# ---- parking_fee_unit ----
==> parking_fee_unit/final_congestion.png <==
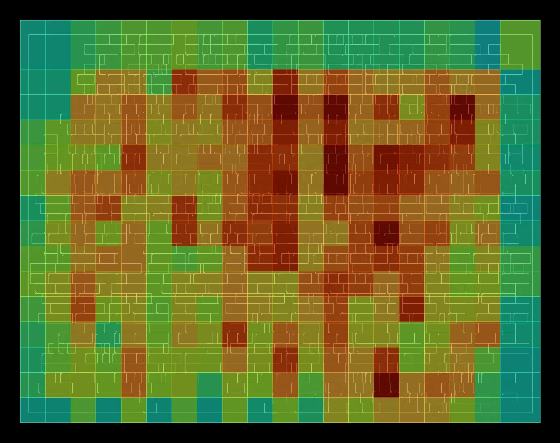

--- src/rtl/parking_pkg.sv ---
// Shared types and constants for the parking fee unit and its time base.
package parking_pkg;

  typedef enum logic [1:0] {
    IDLE,
    CALC,
    DONE
  } fee_state_t;

  localparam logic [1:0]  ID_NONE   = 2'd0;
  localparam logic [1:0]  ID_MAX    = 2'd3;
  localparam int unsigned NUM_SLOTS = 3;

endpackage

--- src/rtl/parking_time_base.sv ---
// Free-running time base: prescaler of TICK_DIV clocks feeding a wrapping time counter.
module parking_time_base #(
    parameter int unsigned TICK_DIV = 1000,
    parameter int unsigned TS_W     = 16
) (
    input  logic            clk,
    input  logic            reset_n,
    output logic [TS_W-1:0] time_now
);

    localparam int unsigned PRE_W = $clog2(TICK_DIV);

    logic [PRE_W-1:0] presc;
    logic             wrap;

    always_comb begin
        wrap = (presc == PRE_W'(TICK_DIV - 1));
    end

    always_ff @(posedge clk or negedge reset_n) begin
        if (!reset_n) begin
            presc    <= '0;
            time_now <= '0;
        end else if (wrap) begin
            presc    <= '0;
            time_now <= time_now + TS_W'(1);
        end else begin
            presc    <= presc + PRE_W'(1);
        end
    end

endmodule

--- src/rtl/parking_fee_unit.sv ---
// Per-slot entry stamping and exit fee calculation for the garage controller.
module parking_fee_unit
    import parking_pkg::*;
#(
    parameter int unsigned TS_W     = 16,
    parameter int unsigned TICK_DIV = 1000,
    parameter int unsigned RATE     = 5,
    parameter int unsigned COST_W   = 16
) (
    input  logic              clk,
    input  logic              reset_n,
    input  logic              buffer_write,
    input  logic              buffer_read,
    input  logic [1:0]        id,
    output logic [TS_W-1:0]   time_now,
    output logic [2:0]        occupied,
    output logic [TS_W-1:0]   duration,
    output logic [COST_W-1:0] cost,
    output logic              cost_valid,
    output logic              err_no_entry,
    output logic              err_dup_entry,
    output logic              err_busy
);

    localparam int unsigned      PROD_W   = TS_W + 32;
    localparam logic [PROD_W-1:0] COST_MAX = PROD_W'({COST_W{1'b1}});

    fee_state_t      state, state_next;
    logic            idle, calc_en;
    logic            wr_q, rd_q;
    logic            wr_evt, rd_evt, id_valid;
    logic            sel_occ;
    logic [TS_W-1:0] sel_stamp;
    logic            exit_ok, exit_none, exit_busy, entry_ok, entry_dup;
    logic [TS_W-1:0] stamp [NUM_SLOTS];
    logic [TS_W-1:0] charged;
    logic [PROD_W-1:0] product;

    parking_time_base #(
        .TICK_DIV(TICK_DIV),
        .TS_W    (TS_W)
    ) u_time_base (
        .clk     (clk),
        .reset_n (reset_n),
        .time_now(time_now)
    );

    always_ff @(posedge clk or negedge reset_n) begin
        if (!reset_n) state <= IDLE;
        else          state <= state_next;
    end

    always_comb begin
        state_next = state;
        case (state)
            IDLE:    if (exit_ok) state_next = CALC;
            CALC:    state_next = DONE;
            DONE:    state_next = IDLE;
            default: state_next = IDLE;
        endcase
    end

    always_comb begin
        idle    = (state == IDLE);
        calc_en = (state == CALC);
    end

    always_comb begin
        wr_evt    = buffer_write & ~wr_q;
        rd_evt    = buffer_read & ~rd_q;
        id_valid  = (id != ID_NONE) && (int'(id) <= int'(ID_MAX));
        sel_occ   = 1'b0;
        sel_stamp = '0;
        for (int unsigned k = 0; k < NUM_SLOTS; k++) begin
            if (id == 2'(k + 1)) begin
                sel_occ   = occupied[k];
                sel_stamp = stamp[k];
            end
        end
        exit_ok   = rd_evt & id_valid & idle & sel_occ;
        exit_none = rd_evt & id_valid & idle & ~sel_occ;
        exit_busy = rd_evt & id_valid & ~idle;
        // The exit is resolved first, so a same-edge re-entry sees the slot as free.
        entry_ok  = wr_evt & id_valid & (~sel_occ | exit_ok);
        entry_dup = wr_evt & id_valid & sel_occ & ~exit_ok;
    end

    always_comb begin
        charged = (duration == '0) ? TS_W'(1) : duration;
        product = PROD_W'(charged) * PROD_W'(RATE);
    end

    always_ff @(posedge clk or negedge reset_n) begin
        if (!reset_n) begin
            wr_q          <= 1'b0;
            rd_q          <= 1'b0;
            occupied      <= '0;
            duration      <= '0;
            cost          <= '0;
            cost_valid    <= 1'b0;
            err_no_entry  <= 1'b0;
            err_dup_entry <= 1'b0;
            err_busy      <= 1'b0;
            for (int unsigned k = 0; k < NUM_SLOTS; k++) stamp[k] <= '0;
        end else begin
            wr_q          <= buffer_write;
            rd_q          <= buffer_read;
            cost_valid    <= calc_en;
            err_no_entry  <= exit_none;
            err_dup_entry <= entry_dup;
            err_busy      <= exit_busy;
            if (exit_ok) duration <= time_now - sel_stamp;
            if (calc_en) cost <= (product > COST_MAX) ? '1 : COST_W'(product);
            for (int unsigned k = 0; k < NUM_SLOTS; k++) begin
                if (id == 2'(k + 1)) begin
                    if (entry_ok) begin
                        occupied[k] <= 1'b1;
                        stamp[k]    <= time_now;
                    end else if (exit_ok) begin
                        occupied[k] <= 1'b0;
                    end
                end
            end
        end
    end

endmodule

--- config.mk ---
export PLATFORM = sky130hd
export DESIGN_NAME = parking_fee_unit
export DESIGN_NICKNAME = d
export VERILOG_FILES = /design/src/rtl/parking_pkg.sv /design/src/rtl/parking_time_base.sv /design/src/rtl/parking_fee_unit.sv
export SDC_FILE = /design/constraint.sdc
export NUM_CORES = 1
export LEC_CHECK = 0
export CAP_MARGIN = 20
export CELL_PAD_IN_SITES_DETAIL_PLACEMENT = 1
export CELL_PAD_IN_SITES_GLOBAL_PLACEMENT = 1
export CORE_AREA = 2 2 140 108
export DETAILED_ROUTE_END_ITERATION = 6
export DIE_AREA = 0 0 142 110
export GPL_TIMING_DRIVEN = 0
export PLACE_DENSITY_LB_ADDON = 0.3
export SLEW_MARGIN = 0
export SYNTH_ARGS = -nofsm -noshare
export SYNTH_HDL_FRONTEND = slang
export SYNTH_SLANG_ARGS = --single-unit
--- constraint.sdc ---
create_clock -name clk -period 2.85 [get_ports clk]
set_clock_uncertainty 0.05 [all_clocks]
set_input_delay 0.7125 -clock clk [delete_from_list [all_inputs] [get_ports clk]]
set_output_delay 0.7125 -clock clk [all_outputs]
set_load 0.05 [all_outputs]
# ---- synth_ctrl_scheduler_flat ----
===== src/rtl/synth_ctrl_scheduler_if.sv =====
// Command request bundle from the two scheduler requesters (MIDI parser = s0, panel = s1).
interface synth_ctrl_scheduler_if;
  logic       s0_valid;
  logic [2:0] s0_cmd;
  logic [7:0] s0_arg;
  logic       s0_ready;
  logic       s1_valid;
  logic [2:0] s1_cmd;
  logic [7:0] s1_arg;
  logic       s1_ready;

  modport master (
    output s0_valid, s0_cmd, s0_arg,
    input  s0_ready,
    output s1_valid, s1_cmd, s1_arg,
    input  s1_ready
  );

  modport slave (
    input  s0_valid, s0_cmd, s0_arg,
    output s0_ready,
    input  s1_valid, s1_cmd, s1_arg,
    output s1_ready
  );
endinterface


===== src/rtl/synth_ctrl_scheduler.sv =====
// Wavetable synth control front-end: tick generation, run/stop sequencing on frame
// boundaries, round-robin command arbitration into shadows, frame-aligned commit.
module synth_ctrl_scheduler #(
  parameter int unsigned CLK_DIV   = 32,
  parameter int unsigned PITCH_MAX = 19,
  parameter logic [4:0]  RST_PITCH = 5'd7,
  parameter logic [7:0]  RST_VOL   = 8'h80
) (
  input  logic                  clk,
  input  logic                  rst,
  input  logic                  run,
  synth_ctrl_scheduler_if.slave req,
  input  logic                  err_clr,
  output logic                  tick,
  output logic                  synth_ena,
  output logic [9:0]            key_out,
  output logic [4:0]            pitchshift_out,
  output logic [7:0]            volume_out,
  output logic [7:0]            modulation_out,
  output logic                  frame_sync,
  output logic                  cmd_err
);
  localparam int unsigned       DIV_W     = (CLK_DIV > 1) ? $clog2(CLK_DIV) : 1;
  localparam logic [DIV_W-1:0]  DIV_LAST  = DIV_W'(CLK_DIV - 1);
  localparam logic [4:0]        PITCH_LIM = 5'(PITCH_MAX);

  typedef enum logic [1:0] {S_IDLE, S_RUN, S_DRAIN, S_STOP} state_e;
  typedef enum logic [2:0] {
    OP_NOTE_ON   = 3'd0,
    OP_NOTE_OFF  = 3'd1,
    OP_SET_PITCH = 3'd2,
    OP_SET_VOL   = 3'd3,
    OP_SET_MOD   = 3'd4,
    OP_ALL_OFF   = 3'd5
  } op_e;

  state_e           state_q, state_d;
  logic [DIV_W-1:0] div_cnt_q, div_cnt_d;
  logic [5:0]       tick_cnt_q, tick_cnt_d;
  logic             synth_ena_q, synth_ena_d;
  logic             last_grant_q, last_grant_d;
  logic             cmd_err_q, cmd_err_d;
  logic [9:0]       sh_key_q, sh_key_d;
  logic [4:0]       sh_pitch_q, sh_pitch_d;
  logic [7:0]       sh_vol_q, sh_vol_d;
  logic [7:0]       sh_mod_q, sh_mod_d;
  logic [9:0]       key_q, key_d;
  logic [4:0]       pitch_q, pitch_d;
  logic [7:0]       vol_q, vol_d;
  logic [7:0]       mod_q, mod_d;

  logic       gnt0, gnt1, acc, illegal;
  logic [2:0] sel_cmd;
  logic [7:0] sel_arg;
  logic       tick_int, commit, start, halt, follow;

  // Round-robin: a lone requester wins immediately, a tie goes to whoever lost last.
  always_comb begin
    gnt0         = req.s0_valid && (!req.s1_valid || last_grant_q);
    gnt1         = req.s1_valid && (!req.s0_valid || !last_grant_q);
    req.s0_ready = gnt0;
    req.s1_ready = gnt1;
    acc          = gnt0 || gnt1;
    sel_cmd      = gnt0 ? req.s0_cmd : req.s1_cmd;
    sel_arg      = gnt0 ? req.s0_arg : req.s1_arg;
    last_grant_d = gnt0 ? 1'b0 : (gnt1 ? 1'b1 : last_grant_q);
  end

  always_comb begin
    sh_key_d   = sh_key_q;
    sh_pitch_d = sh_pitch_q;
    sh_vol_d   = sh_vol_q;
    sh_mod_d   = sh_mod_q;
    illegal    = 1'b0;
    if (acc) begin
      case (op_e'(sel_cmd))
        OP_NOTE_ON: begin
          if (sel_arg[3:0] > 4'd9) illegal = 1'b1;
          else                     sh_key_d[sel_arg[3:0]] = 1'b1;
        end
        OP_NOTE_OFF: begin
          if (sel_arg[3:0] > 4'd9) illegal = 1'b1;
          else                     sh_key_d[sel_arg[3:0]] = 1'b0;
        end
        OP_SET_PITCH: begin
          if (sel_arg[4:0] > PITCH_LIM) begin
            sh_pitch_d = PITCH_LIM;
            illegal    = 1'b1;
          end else begin
            sh_pitch_d = sel_arg[4:0];
          end
        end
        OP_SET_VOL: sh_vol_d = sel_arg;
        OP_SET_MOD: sh_mod_d = sel_arg;
        OP_ALL_OFF: sh_key_d = '0;
        default:    illegal  = 1'b1;
      endcase
    end
    // A new error outranks a simultaneous clear.
    cmd_err_d = illegal ? 1'b1 : (err_clr ? 1'b0 : cmd_err_q);
  end

  always_ff @(posedge clk or posedge rst) begin
    if (rst) state_q <= S_IDLE;
    else     state_q <= state_d;
  end

  always_comb begin
    state_d = state_q;
    unique case (state_q)
      S_IDLE:  if (run) state_d = S_RUN;
      S_RUN:   if (!run) state_d = S_DRAIN;
      S_DRAIN: begin
        if (run)         state_d = S_RUN;
        else if (commit) state_d = S_STOP;
      end
      S_STOP:  if (tick_int) state_d = S_IDLE;
      default: state_d = S_IDLE;
    endcase
  end

  always_comb begin
    tick_int   = (state_q != S_IDLE) && (div_cnt_q == DIV_LAST);
    commit     = tick_int && (tick_cnt_q == '1);
    start      = (state_q == S_IDLE) && run;
    halt       = (state_q == S_DRAIN) && !run && commit;
    follow     = (state_q == S_IDLE);
    tick       = tick_int;
    frame_sync = commit;
  end

  // tick_cnt is preloaded to 63 on start so the very first tick is a commit tick.
  always_comb begin
    div_cnt_d   = (follow || tick_int) ? '0 : div_cnt_q + 1'b1;
    tick_cnt_d  = start ? '1 : (tick_int ? tick_cnt_q + 1'b1 : tick_cnt_q);
    synth_ena_d = start ? 1'b1 : (halt ? 1'b0 : synth_ena_q);
    key_d       = key_q;
    pitch_d     = pitch_q;
    vol_d       = vol_q;
    mod_d       = mod_q;
    if (follow || commit) begin
      key_d   = sh_key_q;
      pitch_d = sh_pitch_q;
      vol_d   = sh_vol_q;
      mod_d   = sh_mod_q;
    end
  end

  always_ff @(posedge clk or posedge rst) begin
    if (rst) begin
      div_cnt_q    <= '0;
      tick_cnt_q   <= '1;
      synth_ena_q  <= 1'b0;
      last_grant_q <= 1'b1;
      cmd_err_q    <= 1'b0;
      sh_key_q     <= '0;
      sh_pitch_q   <= RST_PITCH;
      sh_vol_q     <= RST_VOL;
      sh_mod_q     <= '0;
      key_q        <= '0;
      pitch_q      <= RST_PITCH;
      vol_q        <= RST_VOL;
      mod_q        <= '0;
    end else begin
      div_cnt_q    <= div_cnt_d;
      tick_cnt_q   <= tick_cnt_d;
      synth_ena_q  <= synth_ena_d;
      last_grant_q <= last_grant_d;
      cmd_err_q    <= cmd_err_d;
      sh_key_q     <= sh_key_d;
      sh_pitch_q   <= sh_pitch_d;
      sh_vol_q     <= sh_vol_d;
      sh_mod_q     <= sh_mod_d;
      key_q        <= key_d;
      pitch_q      <= pitch_d;
      vol_q        <= vol_d;
      mod_q        <= mod_d;
    end
  end

  assign synth_ena      = synth_ena_q;
  assign cmd_err        = cmd_err_q;
  assign key_out        = key_q;
  assign pitchshift_out = pitch_q;
  assign volume_out     = vol_q;
  assign modulation_out = mod_q;
endmodule

===== src/flat_wrapper.sv =====
// flat-port wrapper written by rule: the top's interface ports become plain ports
module synth_ctrl_scheduler_flat 
#(
  parameter int unsigned CLK_DIV   = 32,
  parameter int unsigned PITCH_MAX = 19,
  parameter logic [4:0]  RST_PITCH = 5'd7,
  parameter logic [7:0]  RST_VOL   = 8'h80
)
  (clk, rst, run, err_clr, tick, synth_ena, key_out, pitchshift_out, volume_out, modulation_out, frame_sync, cmd_err, req_s0_valid, req_s0_cmd, req_s0_arg, req_s0_ready, req_s1_valid, req_s1_cmd, req_s1_arg, req_s1_ready);
  synth_ctrl_scheduler_if req_i ();
  input  logic clk;
  input  logic rst;
  input  logic run;
  input  logic err_clr;
  output logic tick;
  output logic synth_ena;
  output logic [9:0] key_out;
  output logic [4:0] pitchshift_out;
  output logic [7:0] volume_out;
  output logic [7:0] modulation_out;
  output logic frame_sync;
  output logic cmd_err;
  input wire logic [$bits(req_i.s0_valid)-1:0] req_s0_valid;
  input wire logic [$bits(req_i.s0_cmd)-1:0] req_s0_cmd;
  input wire logic [$bits(req_i.s0_arg)-1:0] req_s0_arg;
  output wire logic [$bits(req_i.s0_ready)-1:0] req_s0_ready;
  input wire logic [$bits(req_i.s1_valid)-1:0] req_s1_valid;
  input wire logic [$bits(req_i.s1_cmd)-1:0] req_s1_cmd;
  input wire logic [$bits(req_i.s1_arg)-1:0] req_s1_arg;
  output wire logic [$bits(req_i.s1_ready)-1:0] req_s1_ready;
  assign req_i.s0_valid = req_s0_valid;
  assign req_i.s0_cmd = req_s0_cmd;
  assign req_i.s0_arg = req_s0_arg;
  assign req_s0_ready = req_i.s0_ready;
  assign req_i.s1_valid = req_s1_valid;
  assign req_i.s1_cmd = req_s1_cmd;
  assign req_i.s1_arg = req_s1_arg;
  assign req_s1_ready = req_i.s1_ready;
  synth_ctrl_scheduler #(.CLK_DIV(CLK_DIV), .PITCH_MAX(PITCH_MAX), .RST_PITCH(RST_PITCH), .RST_VOL(RST_VOL)) u_core (.clk(clk), .rst(rst), .run(run), .req(req_i), .err_clr(err_clr), .tick(tick), .synth_ena(synth_ena), .key_out(key_out), .pitchshift_out(pitchshift_out), .volume_out(volume_out), .modulation_out(modulation_out), .frame_sync(frame_sync), .cmd_err(cmd_err));
endmodule

===== config.mk =====
export PLATFORM = sky130hd
export DESIGN_NAME = synth_ctrl_scheduler_flat
export DESIGN_NICKNAME = d
export VERILOG_FILES = /design/src/rtl/synth_ctrl_scheduler_if.sv /design/src/rtl/synth_ctrl_scheduler.sv /design/src/flat_wrapper.sv
export SDC_FILE = /design/constraint.sdc
export NUM_CORES = 1
export LEC_CHECK = 0
export CORE_MARGIN = 3
export CORE_UTILIZATION = 55
export CTS_BUF_LIST = sky130_fd_sc_hd__clkbuf_2 sky130_fd_sc_hd__clkbuf_4 sky130_fd_sc_hd__clkbuf_8
export DETAILED_ROUTE_END_ITERATION = 10
export GPL_TIMING_DRIVEN = 0
export PLACE_DENSITY = 0.83
export SLEW_MARGIN = 20
export SYNTH_ARGS = -nofsm -noshare
export SYNTH_HDL_FRONTEND = slang
export SYNTH_SLANG_ARGS = --single-unit
export TNS_END_PERCENT = 30

===== constraint.sdc =====
create_clock -name clk -period 3.42 [get_ports clk]
set_clock_uncertainty 0.2 [all_clocks]
set_input_delay 0.342 -clock clk [delete_from_list [all_inputs] [get_ports clk]]
set_output_delay 0.342 -clock clk [all_outputs]
set_load 0.05 [all_outputs]

# ---- iod_ref_clk_train_ctrl_flat ----
[config.mk]
export PLATFORM = sky130hd
export DESIGN_NAME = iod_ref_clk_train_ctrl_flat
export DESIGN_NICKNAME = d
export VERILOG_FILES = /design/src/rtl/iod_ref_clk_train_ctrl_pkg.sv /design/src/rtl/iod_ref_clk_train_ctrl_if.sv /design/src/rtl/iod_ref_clk_train_ctrl_tap_qual.sv /design/src/rtl/iod_ref_clk_train_ctrl.sv /design/src/flat_wrapper.sv
export SDC_FILE = /design/constraint.sdc
export NUM_CORES = 1
export LEC_CHECK = 0
export CAP_MARGIN = 20
export CORE_UTILIZATION = 53
export DETAILED_ROUTE_END_ITERATION = 8
export PLACE_DENSITY = 0.82
export SLEW_MARGIN = 20
export SYNTH_ARGS = -nofsm -noshare
export SYNTH_HDL_FRONTEND = slang
export SYNTH_SLANG_ARGS = --single-unit
[constraint.sdc]
create_clock -name fab_clk -period 4.4 [get_ports fab_clk]
set_input_delay 0.88 -clock fab_clk [delete_from_list [all_inputs] [get_ports fab_clk]]
set_output_delay 0.88 -clock fab_clk [all_outputs]
set_load 0.05 [all_outputs]
[src/rtl/iod_ref_clk_train_ctrl_pkg.sv]
// Purpose : shared types and constants for the IOD reference-clock training controller.
// Latency : n/a (declarations only).
// Backpressure: n/a.
// Contents: FSM state codes, tap/word types, delay-line direction codes, window helpers.
package iod_train_pkg;

   // FSM state codes, kept as plain constants so older code can match on the raw values.
   typedef logic [3:0] state_t;
   localparam state_t ST_IDLE   = 4'd0;
   localparam state_t ST_LOAD   = 4'd1;
   localparam state_t ST_CLEAR  = 4'd2;
   localparam state_t ST_SETTLE = 4'd3;
   localparam state_t ST_SAMPLE = 4'd4;
   localparam state_t ST_EVAL   = 4'd5;
   localparam state_t ST_STEP   = 4'd6;
   localparam state_t ST_FINISH = 4'd7;
   localparam state_t ST_RETURN = 4'd8;
   localparam state_t ST_DONE   = 4'd9;
   localparam state_t ST_FAIL   = 4'd10;

   // Tap index relative to the loaded static delay, and the deserialized word.
   typedef logic [7:0] tap_t;
   typedef logic [7:0] rx_word_t;

   // Delay line direction encoding.
   localparam logic DIR_INC = 1'b1;
   localparam logic DIR_DEC = 1'b0;

   // Run length counter that sticks at its maximum instead of wrapping.
   function automatic tap_t sat_inc(input tap_t v);
      return (v == 8'hFF) ? v : v + 8'd1;
   endfunction

   // Centre of a window, rounded toward the window start for even lengths.
   function automatic tap_t win_centre(input tap_t start, input tap_t len);
      return start + ((len - 8'd1) >> 1);
   endfunction

endpackage

[src/rtl/iod_ref_clk_train_ctrl_if.sv]
// Purpose : bundles the IOD delay-line / eye-monitor pins between controller and IOD.
// Latency : n/a (wires only).
// Backpressure: none; all pulses are fire-and-forget, flags are levels.
// Ports   : master = training controller side, slave = IOD side.
interface iod_ref_clk_train_ctrl_if;
   import iod_train_pkg::*;

   rx_word_t rx_data;                  // deserialized reference-clock word
   logic     eye_monitor_early;        // sticky early flag
   logic     eye_monitor_late;         // sticky late flag
   logic     delay_line_out_of_range;  // delay line reached its limit
   logic     eye_monitor_clear_flags;  // one-cycle flag clear
   logic     delay_line_move;          // one-cycle step request
   logic     delay_line_direction;     // 1 = increment, 0 = decrement
   logic     delay_line_load;          // one-cycle reload of the static delay

   modport master (
      input  rx_data,
      input  eye_monitor_early,
      input  eye_monitor_late,
      input  delay_line_out_of_range,
      output eye_monitor_clear_flags,
      output delay_line_move,
      output delay_line_direction,
      output delay_line_load
   );

   modport slave (
      output rx_data,
      output eye_monitor_early,
      output eye_monitor_late,
      output delay_line_out_of_range,
      input  eye_monitor_clear_flags,
      input  delay_line_move,
      input  delay_line_direction,
      input  delay_line_load
   );

endinterface

[src/rtl/iod_ref_clk_train_ctrl_tap_qual.sv]
// Purpose : qualifies one tap: settle wait, reference capture, word compare, eye flags.
// Latency : SETTLE_CYCLES cycles to settle_done, then SAMPLE_CYCLES cycles to qual_done.
// Backpressure: none; advances only while the matching enable is held by the FSM.
// Ports   : clr restarts the counter; settle_en/sample_en select the phase;
//           settle_done/qual_done mark the last cycle of each phase; stable is valid after qual_done.
module iod_train_tap_qual
   import iod_train_pkg::*;
#(
   parameter int SETTLE_CYCLES = 8,
   parameter int SAMPLE_CYCLES = 16
) (
   input  logic     fab_clk,
   input  logic     reset,
   input  logic     clr,
   input  logic     settle_en,
   input  logic     sample_en,
   input  rx_word_t rx_data,
   input  logic     eye_early,
   input  logic     eye_late,
   output logic     settle_done,
   output logic     qual_done,
   output logic     stable
);

   localparam int CNT_W = 16;

   logic [CNT_W-1:0] cnt;
   rx_word_t         ref_word;
   logic             mismatch;

   assign settle_done = settle_en && (cnt == CNT_W'(SETTLE_CYCLES - 1));
   assign qual_done   = sample_en && (cnt == CNT_W'(SAMPLE_CYCLES - 1));

   // Eye flags are sticky in the IOD since the last clear, so reading them
   // once at evaluation covers the whole settle + sample interval.
   assign stable = !mismatch && !eye_early && !eye_late;

   always_ff @(posedge fab_clk) begin
      if (reset) begin
         cnt      <= '0;
         ref_word <= '0;
         mismatch <= 1'b0;
      end else if (clr) begin
         cnt <= '0;
      end else if (settle_en) begin
         if (settle_done) begin
            // Word seen at the end of settling becomes the reference for this tap.
            cnt      <= '0;
            ref_word <= rx_data;
            mismatch <= 1'b0;
         end else begin
            cnt <= cnt + CNT_W'(1);
         end
      end else if (sample_en) begin
         mismatch <= mismatch | (rx_data != ref_word);
         cnt      <= qual_done ? '0 : cnt + CNT_W'(1);
      end
   end

   always_ff @(posedge fab_clk) begin
      assert (SETTLE_CYCLES >= 1 && SAMPLE_CYCLES >= 1)
         else $error("settle/sample cycle counts must be at least 1");
   end

endmodule

[src/rtl/iod_ref_clk_train_ctrl.sv]
// Purpose : sweeps the IOD input delay, finds the longest stable window, parks at its centre.
// Latency : per tap 1 clear + SETTLE + SAMPLE + 1 eval + 3 step cycles; return 2 cycles per tap.
// Backpressure: none; train_start is ignored while train_busy is high.
// Ports   : fab_clk/reset (sync, active-high); train_start/busy/done/fail status;
//           tap_pos, win_start, win_len results; iod = delay-line and eye-monitor pins.
module iod_ref_clk_train_ctrl
   import iod_train_pkg::*;
#(
   parameter int NUM_TAPS      = 128,
   parameter int SETTLE_CYCLES = 8,
   parameter int SAMPLE_CYCLES = 16,
   parameter int MIN_WINDOW    = 4
) (
   input  logic fab_clk,
   input  logic reset,
   input  logic train_start,
   output logic train_busy,
   output logic train_done,
   output logic train_fail,
   output tap_t tap_pos,
   output tap_t win_start,
   output tap_t win_len,
   iod_ref_clk_train_ctrl_if.master iod
);

   localparam tap_t LAST_TAP = tap_t'(NUM_TAPS - 1);
   localparam tap_t MIN_LEN  = tap_t'(MIN_WINDOW);

   state_t     state;
   logic [1:0] ph;          // sub-cycle within LOAD / STEP / RETURN
   logic       dir;
   logic       run_open;
   tap_t       run_start;
   tap_t       run_len;
   tap_t       target;

   logic       start_ok;
   logic       settle_done;
   logic       qual_done;
   logic       stable;
   logic       tap_stable;
   tap_t       best_start;
   tap_t       best_len;

   assign train_busy = !(state == ST_IDLE || state == ST_DONE || state == ST_FAIL);
   assign start_ok   = train_start && !train_busy;

   // Every pulse state is followed by a quiet cycle, so LOAD, CLEAR and MOVE
   // can never overlap or abut.
   assign iod.delay_line_load         = (state == ST_LOAD) && (ph == 2'd0);
   assign iod.eye_monitor_clear_flags = (state == ST_CLEAR);
   assign iod.delay_line_move         = (state == ST_STEP || state == ST_RETURN) && (ph == 2'd1);
   // Direction is a register so it stays put on both sides of every MOVE.
   assign iod.delay_line_direction    = dir;

   // A tap at the delay-line limit never counts as stable.
   assign tap_stable = stable && !iod.delay_line_out_of_range;

   // Result of closing the open run: it only wins when strictly longer,
   // so the earliest of equal-length windows is kept.
   always_comb begin
      best_start = win_start;
      best_len   = win_len;
      if (run_open && (run_len > win_len)) begin
         best_start = run_start;
         best_len   = run_len;
      end
   end

   iod_train_tap_qual #(
      .SETTLE_CYCLES (SETTLE_CYCLES),
      .SAMPLE_CYCLES (SAMPLE_CYCLES)
   ) u_tap_qual (
      .fab_clk     (fab_clk),
      .reset       (reset),
      .clr         (state == ST_CLEAR),
      .settle_en   (state == ST_SETTLE),
      .sample_en   (state == ST_SAMPLE),
      .rx_data     (iod.rx_data),
      .eye_early   (iod.eye_monitor_early),
      .eye_late    (iod.eye_monitor_late),
      .settle_done (settle_done),
      .qual_done   (qual_done),
      .stable      (stable)
   );

   always_ff @(posedge fab_clk) begin
      if (reset) begin
         state      <= ST_IDLE;
         ph         <= 2'd0;
         dir        <= 1'b0;
         train_done <= 1'b0;
         train_fail <= 1'b0;
         tap_pos    <= '0;
         win_start  <= '0;
         win_len    <= '0;
         run_open   <= 1'b0;
         run_start  <= '0;
         run_len    <= '0;
         target     <= '0;
      end else if (start_ok) begin
         state      <= ST_LOAD;
         ph         <= 2'd0;
         train_done <= 1'b0;
         train_fail <= 1'b0;
         tap_pos    <= '0;
         win_start  <= '0;
         win_len    <= '0;
         run_open   <= 1'b0;
         run_start  <= '0;
         run_len    <= '0;
      end else begin
         case (state)
            ST_LOAD: begin
               if (ph == 2'd0) begin
                  ph <= 2'd1;
               end else begin
                  ph    <= 2'd0;
                  state <= ST_CLEAR;
               end
            end

            ST_CLEAR: state <= ST_SETTLE;

            ST_SETTLE: if (settle_done) state <= ST_SAMPLE;

            ST_SAMPLE: if (qual_done) state <= ST_EVAL;

            ST_EVAL: begin
               if (tap_stable) begin
                  if (run_open) begin
                     run_len <= sat_inc(run_len);
                  end else begin
                     run_open  <= 1'b1;
                     run_start <= tap_pos;
                     run_len   <= 8'd1;
                  end
               end else begin
                  win_start <= best_start;
                  win_len   <= best_len;
                  run_open  <= 1'b0;
                  run_len   <= '0;
               end
               if (tap_pos == LAST_TAP || iod.delay_line_out_of_range) begin
                  state <= ST_FINISH;
               end else begin
                  state <= ST_STEP;
                  ph    <= 2'd0;
                  dir   <= DIR_INC;
               end
            end

            // ph 0: direction set-up, ph 1: MOVE, ph 2: direction hold.
            ST_STEP: begin
               if (ph == 2'd0) begin
                  ph <= 2'd1;
               end else if (ph == 2'd1) begin
                  tap_pos <= tap_pos + 8'd1;
                  ph      <= 2'd2;
               end else begin
                  ph    <= 2'd0;
                  state <= ST_CLEAR;
               end
            end

            ST_FINISH: begin
               win_start <= best_start;
               win_len   <= best_len;
               run_open  <= 1'b0;
               run_len   <= '0;
               if (best_len < MIN_LEN) begin
                  // Delay line intentionally left at the last swept tap.
                  train_fail <= 1'b1;
                  state      <= ST_FAIL;
               end else begin
                  target <= win_centre(best_start, best_len);
                  dir    <= DIR_DEC;
                  ph     <= 2'd0;
                  state  <= ST_RETURN;
               end
            end

            // ph 0: compare / direction hold, ph 1: decrement MOVE.
            ST_RETURN: begin
               if (ph == 2'd0) begin
                  if (tap_pos == target) begin
                     train_done <= 1'b1;
                     state      <= ST_DONE;
                  end else begin
                     ph <= 2'd1;
                  end
               end else begin
                  tap_pos <= tap_pos - 8'd1;
                  ph      <= 2'd0;
               end
            end

            ST_DONE: state <= ST_IDLE;
            ST_FAIL: state <= ST_IDLE;
            default: state <= ST_IDLE;
         endcase
      end
   end

   always_ff @(posedge fab_clk) begin
      assert (NUM_TAPS >= 1 && NUM_TAPS <= 256)
         else $error("NUM_TAPS must be in 1..256 for an 8-bit tap index");
   end

endmodule
[src/flat_wrapper.sv]
// flat-port wrapper written by rule: the top's interface ports become plain ports
module iod_ref_clk_train_ctrl_flat import iod_train_pkg::*;
#(
   parameter int NUM_TAPS      = 128,
   parameter int SETTLE_CYCLES = 8,
   parameter int SAMPLE_CYCLES = 16,
   parameter int MIN_WINDOW    = 4
)
  (fab_clk, reset, train_start, train_busy, train_done, train_fail, tap_pos, win_start, win_len, iod_rx_data, iod_eye_monitor_early, iod_eye_monitor_late, iod_delay_line_out_of_range, iod_eye_monitor_clear_flags, iod_delay_line_move, iod_delay_line_direction, iod_delay_line_load);
  iod_ref_clk_train_ctrl_if iod_i ();
  input  logic fab_clk;
  input  logic reset;
  input  logic train_start;
  output logic train_busy;
  output logic train_done;
  output logic train_fail;
  output tap_t tap_pos;
  output tap_t win_start;
  output tap_t win_len;
  input wire logic [$bits(iod_i.rx_data)-1:0] iod_rx_data;
  input wire logic [$bits(iod_i.eye_monitor_early)-1:0] iod_eye_monitor_early;
  input wire logic [$bits(iod_i.eye_monitor_late)-1:0] iod_eye_monitor_late;
  input wire logic [$bits(iod_i.delay_line_out_of_range)-1:0] iod_delay_line_out_of_range;
  output wire logic [$bits(iod_i.eye_monitor_clear_flags)-1:0] iod_eye_monitor_clear_flags;
  output wire logic [$bits(iod_i.delay_line_move)-1:0] iod_delay_line_move;
  output wire logic [$bits(iod_i.delay_line_direction)-1:0] iod_delay_line_direction;
  output wire logic [$bits(iod_i.delay_line_load)-1:0] iod_delay_line_load;
  assign iod_i.rx_data = iod_rx_data;
  assign iod_i.eye_monitor_early = iod_eye_monitor_early;
  assign iod_i.eye_monitor_late = iod_eye_monitor_late;
  assign iod_i.delay_line_out_of_range = iod_delay_line_out_of_range;
  assign iod_eye_monitor_clear_flags = iod_i.eye_monitor_clear_flags;
  assign iod_delay_line_move = iod_i.delay_line_move;
  assign iod_delay_line_direction = iod_i.delay_line_direction;
  assign iod_delay_line_load = iod_i.delay_line_load;
  iod_ref_clk_train_ctrl #(.NUM_TAPS(NUM_TAPS), .SETTLE_CYCLES(SETTLE_CYCLES), .SAMPLE_CYCLES(SAMPLE_CYCLES), .MIN_WINDOW(MIN_WINDOW)) u_core (.fab_clk(fab_clk), .reset(reset), .train_start(train_start), .train_busy(train_busy), .train_done(train_done), .train_fail(train_fail), .tap_pos(tap_pos), .win_start(win_start), .win_len(win_len), .iod(iod_i));
endmodule
==> synth_ctrl_scheduler_flat/drive_strength.png <==
Drawn at 4 px/um.
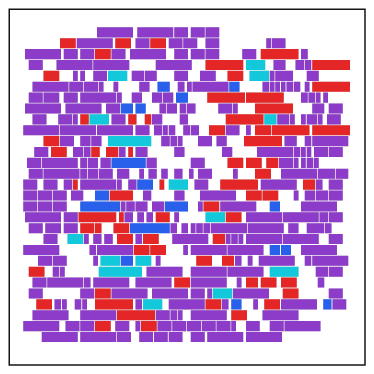
color	size	cells	share
purple	drive 1 or less	298	75%
cyan	drive 6 and up	15	3.8%
red	drive 2	68	17%
blue	drive 3 to 4	17	4.3%
Area Growth Syn to Fin: 26.2%
fin area: 0.00473 mm2
slack of the critical path: 276 ps
Non-clk bufs: 74

==> results.sh, synth_ctrl_scheduler_flat <==
# source this file to load flow results
export IMPL_power_density_mw_per_mm2=825
export IMPL_fill_cells=442
export IMPL_r2r_end="u_core.key_out[1]"
export IMPL_setup_viol=0
export IMPL_initCoreUtil_pct=58.0
export IMPL_critPathRequiredTime_ps=2880
export IMPL_cts_htree_levels=3
export IMPL_syn_cell_area_mm2=0.00375
export IMPL_std_cell_rows=29
export IMPL_ys_types=62
export IMPL_max_stage_delay_ps=530
export IMPL_adder_share_pct=1.00
export IMPL_crit_path_end="frame_sync"
export IMPL_status="finished, final reports clean"
export IMPL_ys_sh_mux_pct=13.5
export IMPL_yosys_area_mm2=0.00375
export IMPL_simple_gate_area_share_pct=12.0
## synth_ctrl_scheduler_flat: cell type report
cell class	instances	area [um2]	area share [%]
flip-flops and latches	78	1970	41.7
multi-input cells	217	1660	35.1
repair buffers	65	659	13.9
clock buffers	10	131	2.78
well taps	77	96.3	2.04
clock inverters	6	93.8	1.98
plain buffers	9	66.3	1.40
inverters	13	51.3	1.08
## synth_ctrl_scheduler_flat: power by group
| group | switching [W] | internal, W | leakage, nW |
|---|---|---|---|
| Sequential | 0.000201 | 0.00129 | 0.885 |
| Combinational | 0.000980 | 0.000651 | 0.985 |
| Clock | 0.000352 | 0.000424 | 0.110 |
## synth_ctrl_scheduler_flat: per-layer routing
metal  up-vias  share of wire (%)
li1       1317                  -
met1      1370                 44
met2        83                 50
met3        13                4.1
met4         0                1.6
met5         -                  0
## synth_ctrl_scheduler_flat: per-stage QoR
step | setup TNS [ps] | power, W | hold slack (ps) | std cells
floorplan | 0 | 0.00261 | 243 | 317
global placement | -17190 | 0.00309 | 256 | 458
detailed placement | 0 | 0.00315 | 254 | 459
CTS | 0 | 0.00393 | 159 | 475
global route | 0 | 0.00410 | 173 | 475
finish | 0 | 0.00390 | 135 | 475
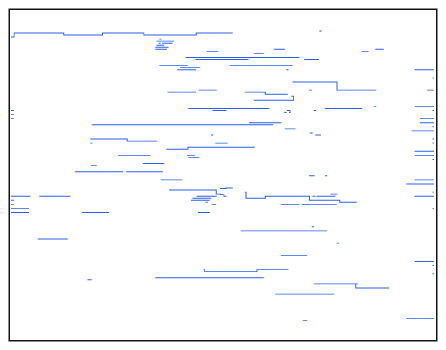
(parking_fee_unit/met3.png)
Drawn at 3 px/um.
wire length on this layer	928 um
nets with wire on the layer	83
main direction	horizontal
share of all routed wire	4.4%
longest straight run	60.3 um
grt met3 use: 5.92%
vias: 5299
drt total wl: 20900 um

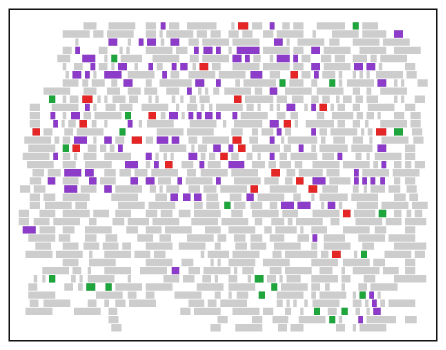
(parking_fee_unit/gate_families.png)
Drawn at 3 px/um.
color	family	cells
purple	inverting AOI/OAI gates	105
green	AND and OR gates	22
red	AND-OR and OR-AND gates	23
Top cell excl fill/tap: dfrtp_1
Final Non-Filler Cells: 895
logic share of the area: 42.8%

About parking_fee_unit/final_congestion.png:
Final Util: 62.1%
met2 Use GR: 42.6%
drt wl/cell: 23.3 um

==> results.sh, parking_fee_unit <==
# source this file to load flow results
export IMPL_top_cell="dfrtp_1"
export IMPL_clk_pin_slew_ps=50
export IMPL_slew_headroom_pct=56.2
export IMPL_cts_buffers=17
export IMPL_syn_avg_cell_area_um2=11.2
export IMPL_hold_path_class="in2async"
export IMPL_wl_met1_um=9190
export IMPL_num_tap_cells=180
export IMPL_setup_viol=15
export IMPL_crit_path_end="duration[10]"
export IMPL_violations="negative setup slack"
export IMPL_slowest_stage="o31a_1"
export IMPL_edf_count=0
export IMPL_async_reset_ff_share_pct=100
export IMPL_clk_share_pct=7.24
export IMPL_logic_gate_count=433
export IMPL_fmax_mhz=336
export IMPL_status="finished, violations left"
export IMPL_drv_cap=0
export IMPL_track_usage_pct=25.8
export IMPL_setup_ws_ps=-130
export IMPL_grt_busiest_layer="met2"
export IMPL_crit_top_cell="o31a_1"
export IMPL_non_clock_buffer_area_share_pct=13.8
export IMPL_ctsRootBufferMaster="clkbuf_16"
export IMPL_die_h_um=110
export IMPL_port_buffers=60
parking_fee_unit: kinds of logic after synthesis:
| logic type | Yosys count | share of synthesized area, % |
|---|---|---|
| muxes | 70 | 13.1 |
| buffers and inverters | 39 | 3.37 |
| DFF | 117 | 44.3 |
| xor gates and xnor gates | 44 | 5.83 |
| adders and majority gates | 43 | 8.36 |
| AOI/OAI and AO/OA | 128 | 13.1 |
| and+or+nand+nor | 148 | 12.0 |
parking_fee_unit: report_power, final:
group          total [W]  leakage, nW  switching, W  internal (W)
combinational   0.000926         2.20      0.000621      0.000304
clock            0.00239        0.306      0.000801       0.00159
sequential       0.00183         1.56     0.0000641       0.00177
total            0.00515         4.06       0.00149       0.00366
parking_fee_unit: cell usage in the layout, fill, tap and decap left out, drive strengths merged, types with 10 or more instances in the layout:
master,Yosys,final
nand3,10,10
clkdlybuf4s50,0,57
a21oi,35,35
and3,11,11
clkbuf,21,36
xor2,23,23
dfrtp,117,117
nor2,44,44
mux2,69,69
o21ai,35,35
buf,10,55
a22oi,15,15
nand2,41,41
xnor2,21,21
ha,41,41
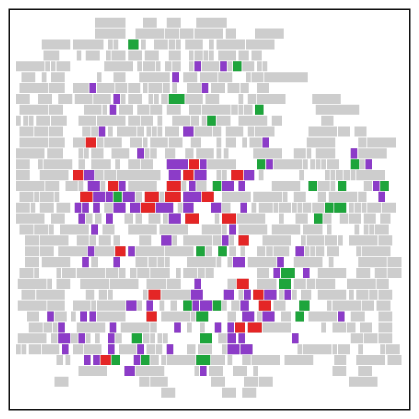
(iod_ref_clk_train_ctrl_flat/gate_families.png)
Drawn at 4 px/um.
color	family	cells
green	AND and OR gates	29
red	AND-OR and OR-AND gates	24
purple	inverting AOI/OAI gates	95
Top cell excl fill/tap: nor2_1
Final Non-Filler Cells: 775

==> results.sh, iod_ref_clk_train_ctrl_flat <==
# source this file to load flow results
export IMPL_ctsRootBufferMaster="clkbuf_8"
export IMPL_path_class="reg2reg"
export IMPL_gr_usage_met1_pct=30.7
export IMPL_status="finished, final reports clean"
export IMPL_highest_layer="met4"
export IMPL_post_dp_cell_area_mm2=0.00561
export IMPL_syn_cell_area_mm2=0.00506
export IMPL_wl_met2_um=6050
export IMPL_edf_count=0
export IMPL_combGateArea_mm2=0.00317
export IMPL_max_stage_delay_ps=500
export IMPL_grt_busiest_layer="met2"
export IMPL_top_logic_kind="simple AND/OR/NAND/NOR gates"
export IMPL_grt_met3_usage_pct=4.22
export IMPL_hold_path_class="reg2reg"
export IMPL_critPathMaxFanout=9
export IMPL_ys_sh_mux_pct=9.26
export IMPL_dr_pass1_iters=5
export IMPL_sh_comb_area_pct=53.8
export IMPL_power_density_mw_per_mm2=333
export IMPL_wl_met1_um=5360
export IMPL_grt_pass1_vias=4347
export IMPL_n_sequential_cell=83
export IMPL_io_pins=45
export IMPL_report_power_total_w=0.00196
export IMPL_yosys_warnings=0
export IMPL_crit_arrival_ps=4350
export IMPL_wl_met3_um=570
[iod_ref_clk_train_ctrl_flat: power by group]
| part | switching (W) | leakage (nW) | total (W) | internal [W] |
|---|---|---|---|---|
| Sequential | 0.0000675 | 0.672 | 0.000842 | 0.000774 |
| Clock | 0.000286 | 0.130 | 0.000697 | 0.000411 |
| Combinational | 0.000261 | 1.53 | 0.000425 | 0.000164 |
[iod_ref_clk_train_ctrl_flat: worst max-delay path by stage]
stage                       from          endpoint  slack, ps  cells past startpoint
4_1_cts        u_core.run_len[1]  u_core.target[7]        140                     18
3_3_place_gp   u_core.run_len[1]  u_core.target[7]        380                     18
5_1_grt        u_core.run_len[1]  u_core.target[7]         80                     17
2_1_floorplan  u_core.win_len[6]  u_core.target[7]         40                     20
3_5_place_dp   u_core.run_len[1]  u_core.target[7]        170                     18
6_report       u_core.run_len[1]  u_core.target[7]        320                     18
[iod_ref_clk_train_ctrl_flat: sequential cells by signal, summed over array words and instances (netlist names), 2 cells and up]
signal and count:
u_core.state 4, u_core.run_start 8, u_core.u_tap_qual.cnt 16, u_core.win_len 8
u_core.run_len 8, u_core.win_start 8, u_core.target 8, u_core.ph 2
u_core.u_tap_qual.ref_word 8, u_core.tap_pos 8

# ---- tff_mod_counter ----
==> tff_mod_counter/final_congestion.png <==
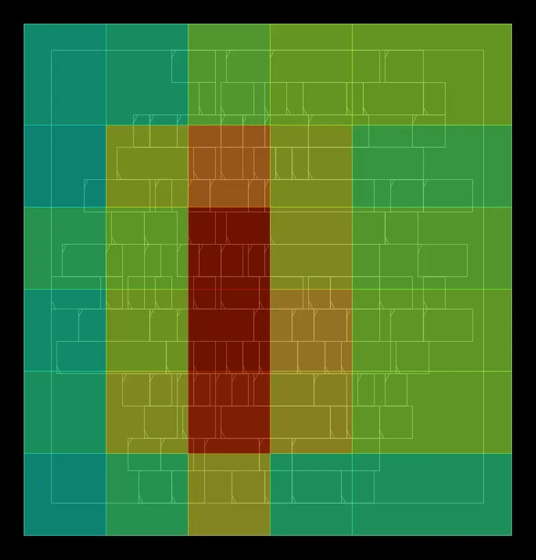
==> tff_mod_counter/cell_classes.png <==
Drawn at 8 px/um. Fill, decap, tap and diode cells in gray.
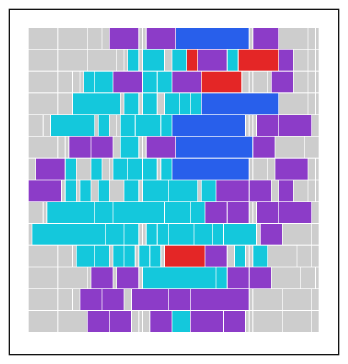
$ cat config.mk
export PLATFORM = sky130hd
export DESIGN_NAME = tff_mod_counter
export DESIGN_NICKNAME = d
export VERILOG_FILES = /design/src/rtl/tff_cnt_pkg.sv /design/src/rtl/tff_cell.sv /design/src/rtl/tff_mod_counter.sv
export SDC_FILE = /design/constraint.sdc
export NUM_CORES = 1
export LEC_CHECK = 0
export ABC_AREA = 1
export ABC_CLOCK_PERIOD_IN_PS = 1400
export CAP_MARGIN = 0
export CORE_AREA = 2 2 39 41
export CTS_BUF_LIST = sky130_fd_sc_hd__clkbuf_8
export DETAILED_ROUTE_END_ITERATION = 10
export DIE_AREA = 0 0 41 43
export GPL_TIMING_DRIVEN = 0
export PLACE_DENSITY = 0.75
export SLEW_MARGIN = 10
export SYNTH_ARGS = -nofsm -noshare
export SYNTH_HDL_FRONTEND = slang
export SYNTH_SLANG_ARGS = --single-unit
$ cat constraint.sdc
create_clock -name clk -period 1.4 [get_ports clk]
set_input_delay 0.28 -clock clk [delete_from_list [all_inputs] [get_ports clk]]
set_output_delay 0.28 -clock clk [all_outputs]
set_load 0.05 [all_outputs]
$ cat src/rtl/tff_cnt_pkg.sv
// Shared definitions for the T-flip-flop modulo counter: direction codes and
// the modulo next-count function used by the toggle generator.
package tff_cnt_pkg;

  localparam logic DIR_UP = 1'b1;
  localparam logic DIR_DN = 1'b0;

  // Next count value for a modulo-`modulus` counter stepping in direction up_dn.
  function automatic int next_count(input int q, input logic up_dn, input int modulus);
    if (up_dn == DIR_UP) begin
      return (q == modulus - 1) ? 0 : q + 1;
    end else begin
      return (q == 0) ? modulus - 1 : q - 1;
    end
  endfunction

endpackage

$ cat src/rtl/tff_cell.sv
// Single T flip-flop storage cell with asynchronous active-high reset.
module tff_cell (
  input  logic clk,
  input  logic rst,
  input  logic t,
  output logic q,
  output logic qb
);

  always_ff @(posedge clk or posedge rst) begin
    if (rst) begin
      q <= 1'b0;
    end else begin
      q <= q ^ t;
    end
  end

  assign qb = ~q;

endmodule

$ cat src/rtl/tff_mod_counter.sv
// Modulo-N up/down counter with parallel load. State lives in T cells; a
// combinational toggle generator flips exactly the bits that change.
module tff_mod_counter
  import tff_cnt_pkg::*;
#(
  parameter  int MODULUS = 10,
  localparam int W       = $clog2(MODULUS)
) (
  input  logic         clk,
  input  logic         rst,
  input  logic         en,
  input  logic         up_dn,
  input  logic         load,
  input  logic [W-1:0] load_val,
  output logic [W-1:0] q,
  output logic [W-1:0] qb,
  output logic         tc,
  output logic         load_err
);

  localparam logic [W-1:0] MAX_COUNT = W'(MODULUS - 1);

  logic [W-1:0] cnt;
  logic [W-1:0] cnt_b;
  logic [W-1:0] next_q;
  logic [W-1:0] t;
  logic         load_ok;

  assign load_ok = (int'(load_val) < MODULUS);

  // Load has priority over counting; an out-of-range load parks the count at 0.
  always_comb begin
    next_q = cnt;
    if (load) begin
      next_q = load_ok ? load_val : '0;
    end else if (en) begin
      next_q = W'(next_count(int'(cnt), up_dn, MODULUS));
    end
  end

  assign t = next_q ^ cnt;

  generate
    for (genvar gi = 0; gi < W; gi++) begin : g_cell
      tff_cell u_cell (
        .clk (clk),
        .rst (rst),
        .t   (t[gi]),
        .q   (cnt[gi]),
        .qb  (cnt_b[gi])
      );
    end
  endgenerate

  always_ff @(posedge clk or posedge rst) begin
    if (rst) begin
      load_err <= 1'b0;
    end else if (load && !load_ok) begin
      load_err <= 1'b1;
    end
  end

  assign tc = en & (((up_dn == DIR_UP) & (cnt == MAX_COUNT)) |
                    ((up_dn == DIR_DN) & (cnt == '0)));

  assign q  = cnt;
  assign qb = cnt_b;

endmodule

==> results.sh <==
# source this file to load flow results
export IMPL_combGateArea_um2=339
export IMPL_status="finished, violations left"
export IMPL_top_cell="a21oi_1"
export IMPL_grt_busiest_layer="met2"
export IMPL_setup_ws_ps=-258
export IMPL_regMostFlops="g_cell.u_cell.q"
export IMPL_clk_share_pct=4.83
export IMPL_setup_viol=4
export IMPL_drt_total_wl_um=1470
export IMPL_clockBufferDepth=2
export IMPL_wl_met1_um=573
export IMPL_violations="negative setup slack"
export IMPL_ys_sh_aoi_pct=21.7
export IMPL_drv_cap=0
export IMPL_wl_per_cell_um=11.9
export IMPL_cts_hold_fix_buffers=0
export IMPL_drtAntennaViolNets=0
About tff_mod_counter/final_congestion.png:
GRT Util Overall: 17.5%
Final Util: 67.5%

About tff_mod_counter/cell_classes.png:
color	class	cells	share of their area
cyan	all other logic	58	42%
purple	other buffers and delay cells	40	39%
red	clock drivers and dummy loads	4	4.9%
blue	flip-flops	5	14%
Placement Rows: 14
sequential share of cell area: 13.8%

worst register-to-register path: stages (launching register included):
cell and delay (ps):
dfrtp_2 450, buf_4 160, buf_6 110, buf_4 130, ha_2 190, xnor2_2 140
o21ai_2 150, nand2_2 70, a21oi_2 120
cells in the final DEF (no fill, tap or decap), types with 2 or more instances in the layout:
master | netlist | final
clkdlybuf4s50_1 | 0 | 7
nand2_1 | 11 | 11
nand3_1 | 6 | 4
inv_1 | 8 | 6
nor2_1 | 3 | 2
buf_2 | 0 | 2
inv_2 | 3 | 4
a21oi_1 | 12 | 10
dfrtp_2 | 0 | 3
nand4_1 | 2 | 2
inv_4 | 0 | 2
buf_6 | 1 | 5
clkbuf_8 | 0 | 3
buf_4 | 8 | 22
a21oi_2 | 1 | 2
dfrtp_1 | 5 | 2
o21ai_2 | 2 | 2
ha_4 | 0 | 2
o21ai_0 | 2 | 2
per-stage QoR:
stage	util [%]	hold slack, ps	cell area (um2)	worst slack (ps)
floorplan	-	58.4	553	-47.6
global placement	54.4	467	753	-870
detailed placement	54.4	481	753	-863
CTS	59.9	247	828	-265
global route	67.5	285	933	-307
finish	67.5	244	933	-258


==> notes/layouts.md <==
Pictures saved along the way, in no particular order.

Placement by cell class.
image #1
Drawn at 4 px/um. Fill, decap, tap and diode cells in gray.
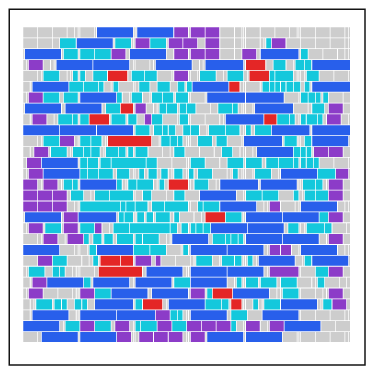
image #2
Drawn at 3 px/um. Fill, decap, tap and diode cells in gray.
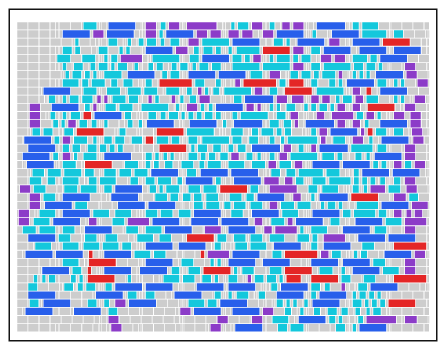
image #3
Drawn at 4 px/um. Fill, decap, tap and diode cells in gray.
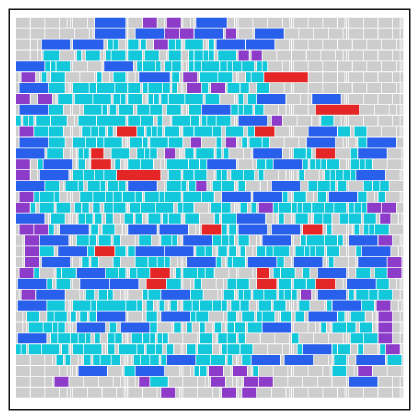
| picture | from |
|---|---|
| image #3 | iod_ref_clk_train_ctrl_flat |
| image #1 | synth_ctrl_scheduler_flat |
| image #2 | parking_fee_unit |

No activity file was given, so power comes from the tool's default toggle rates.
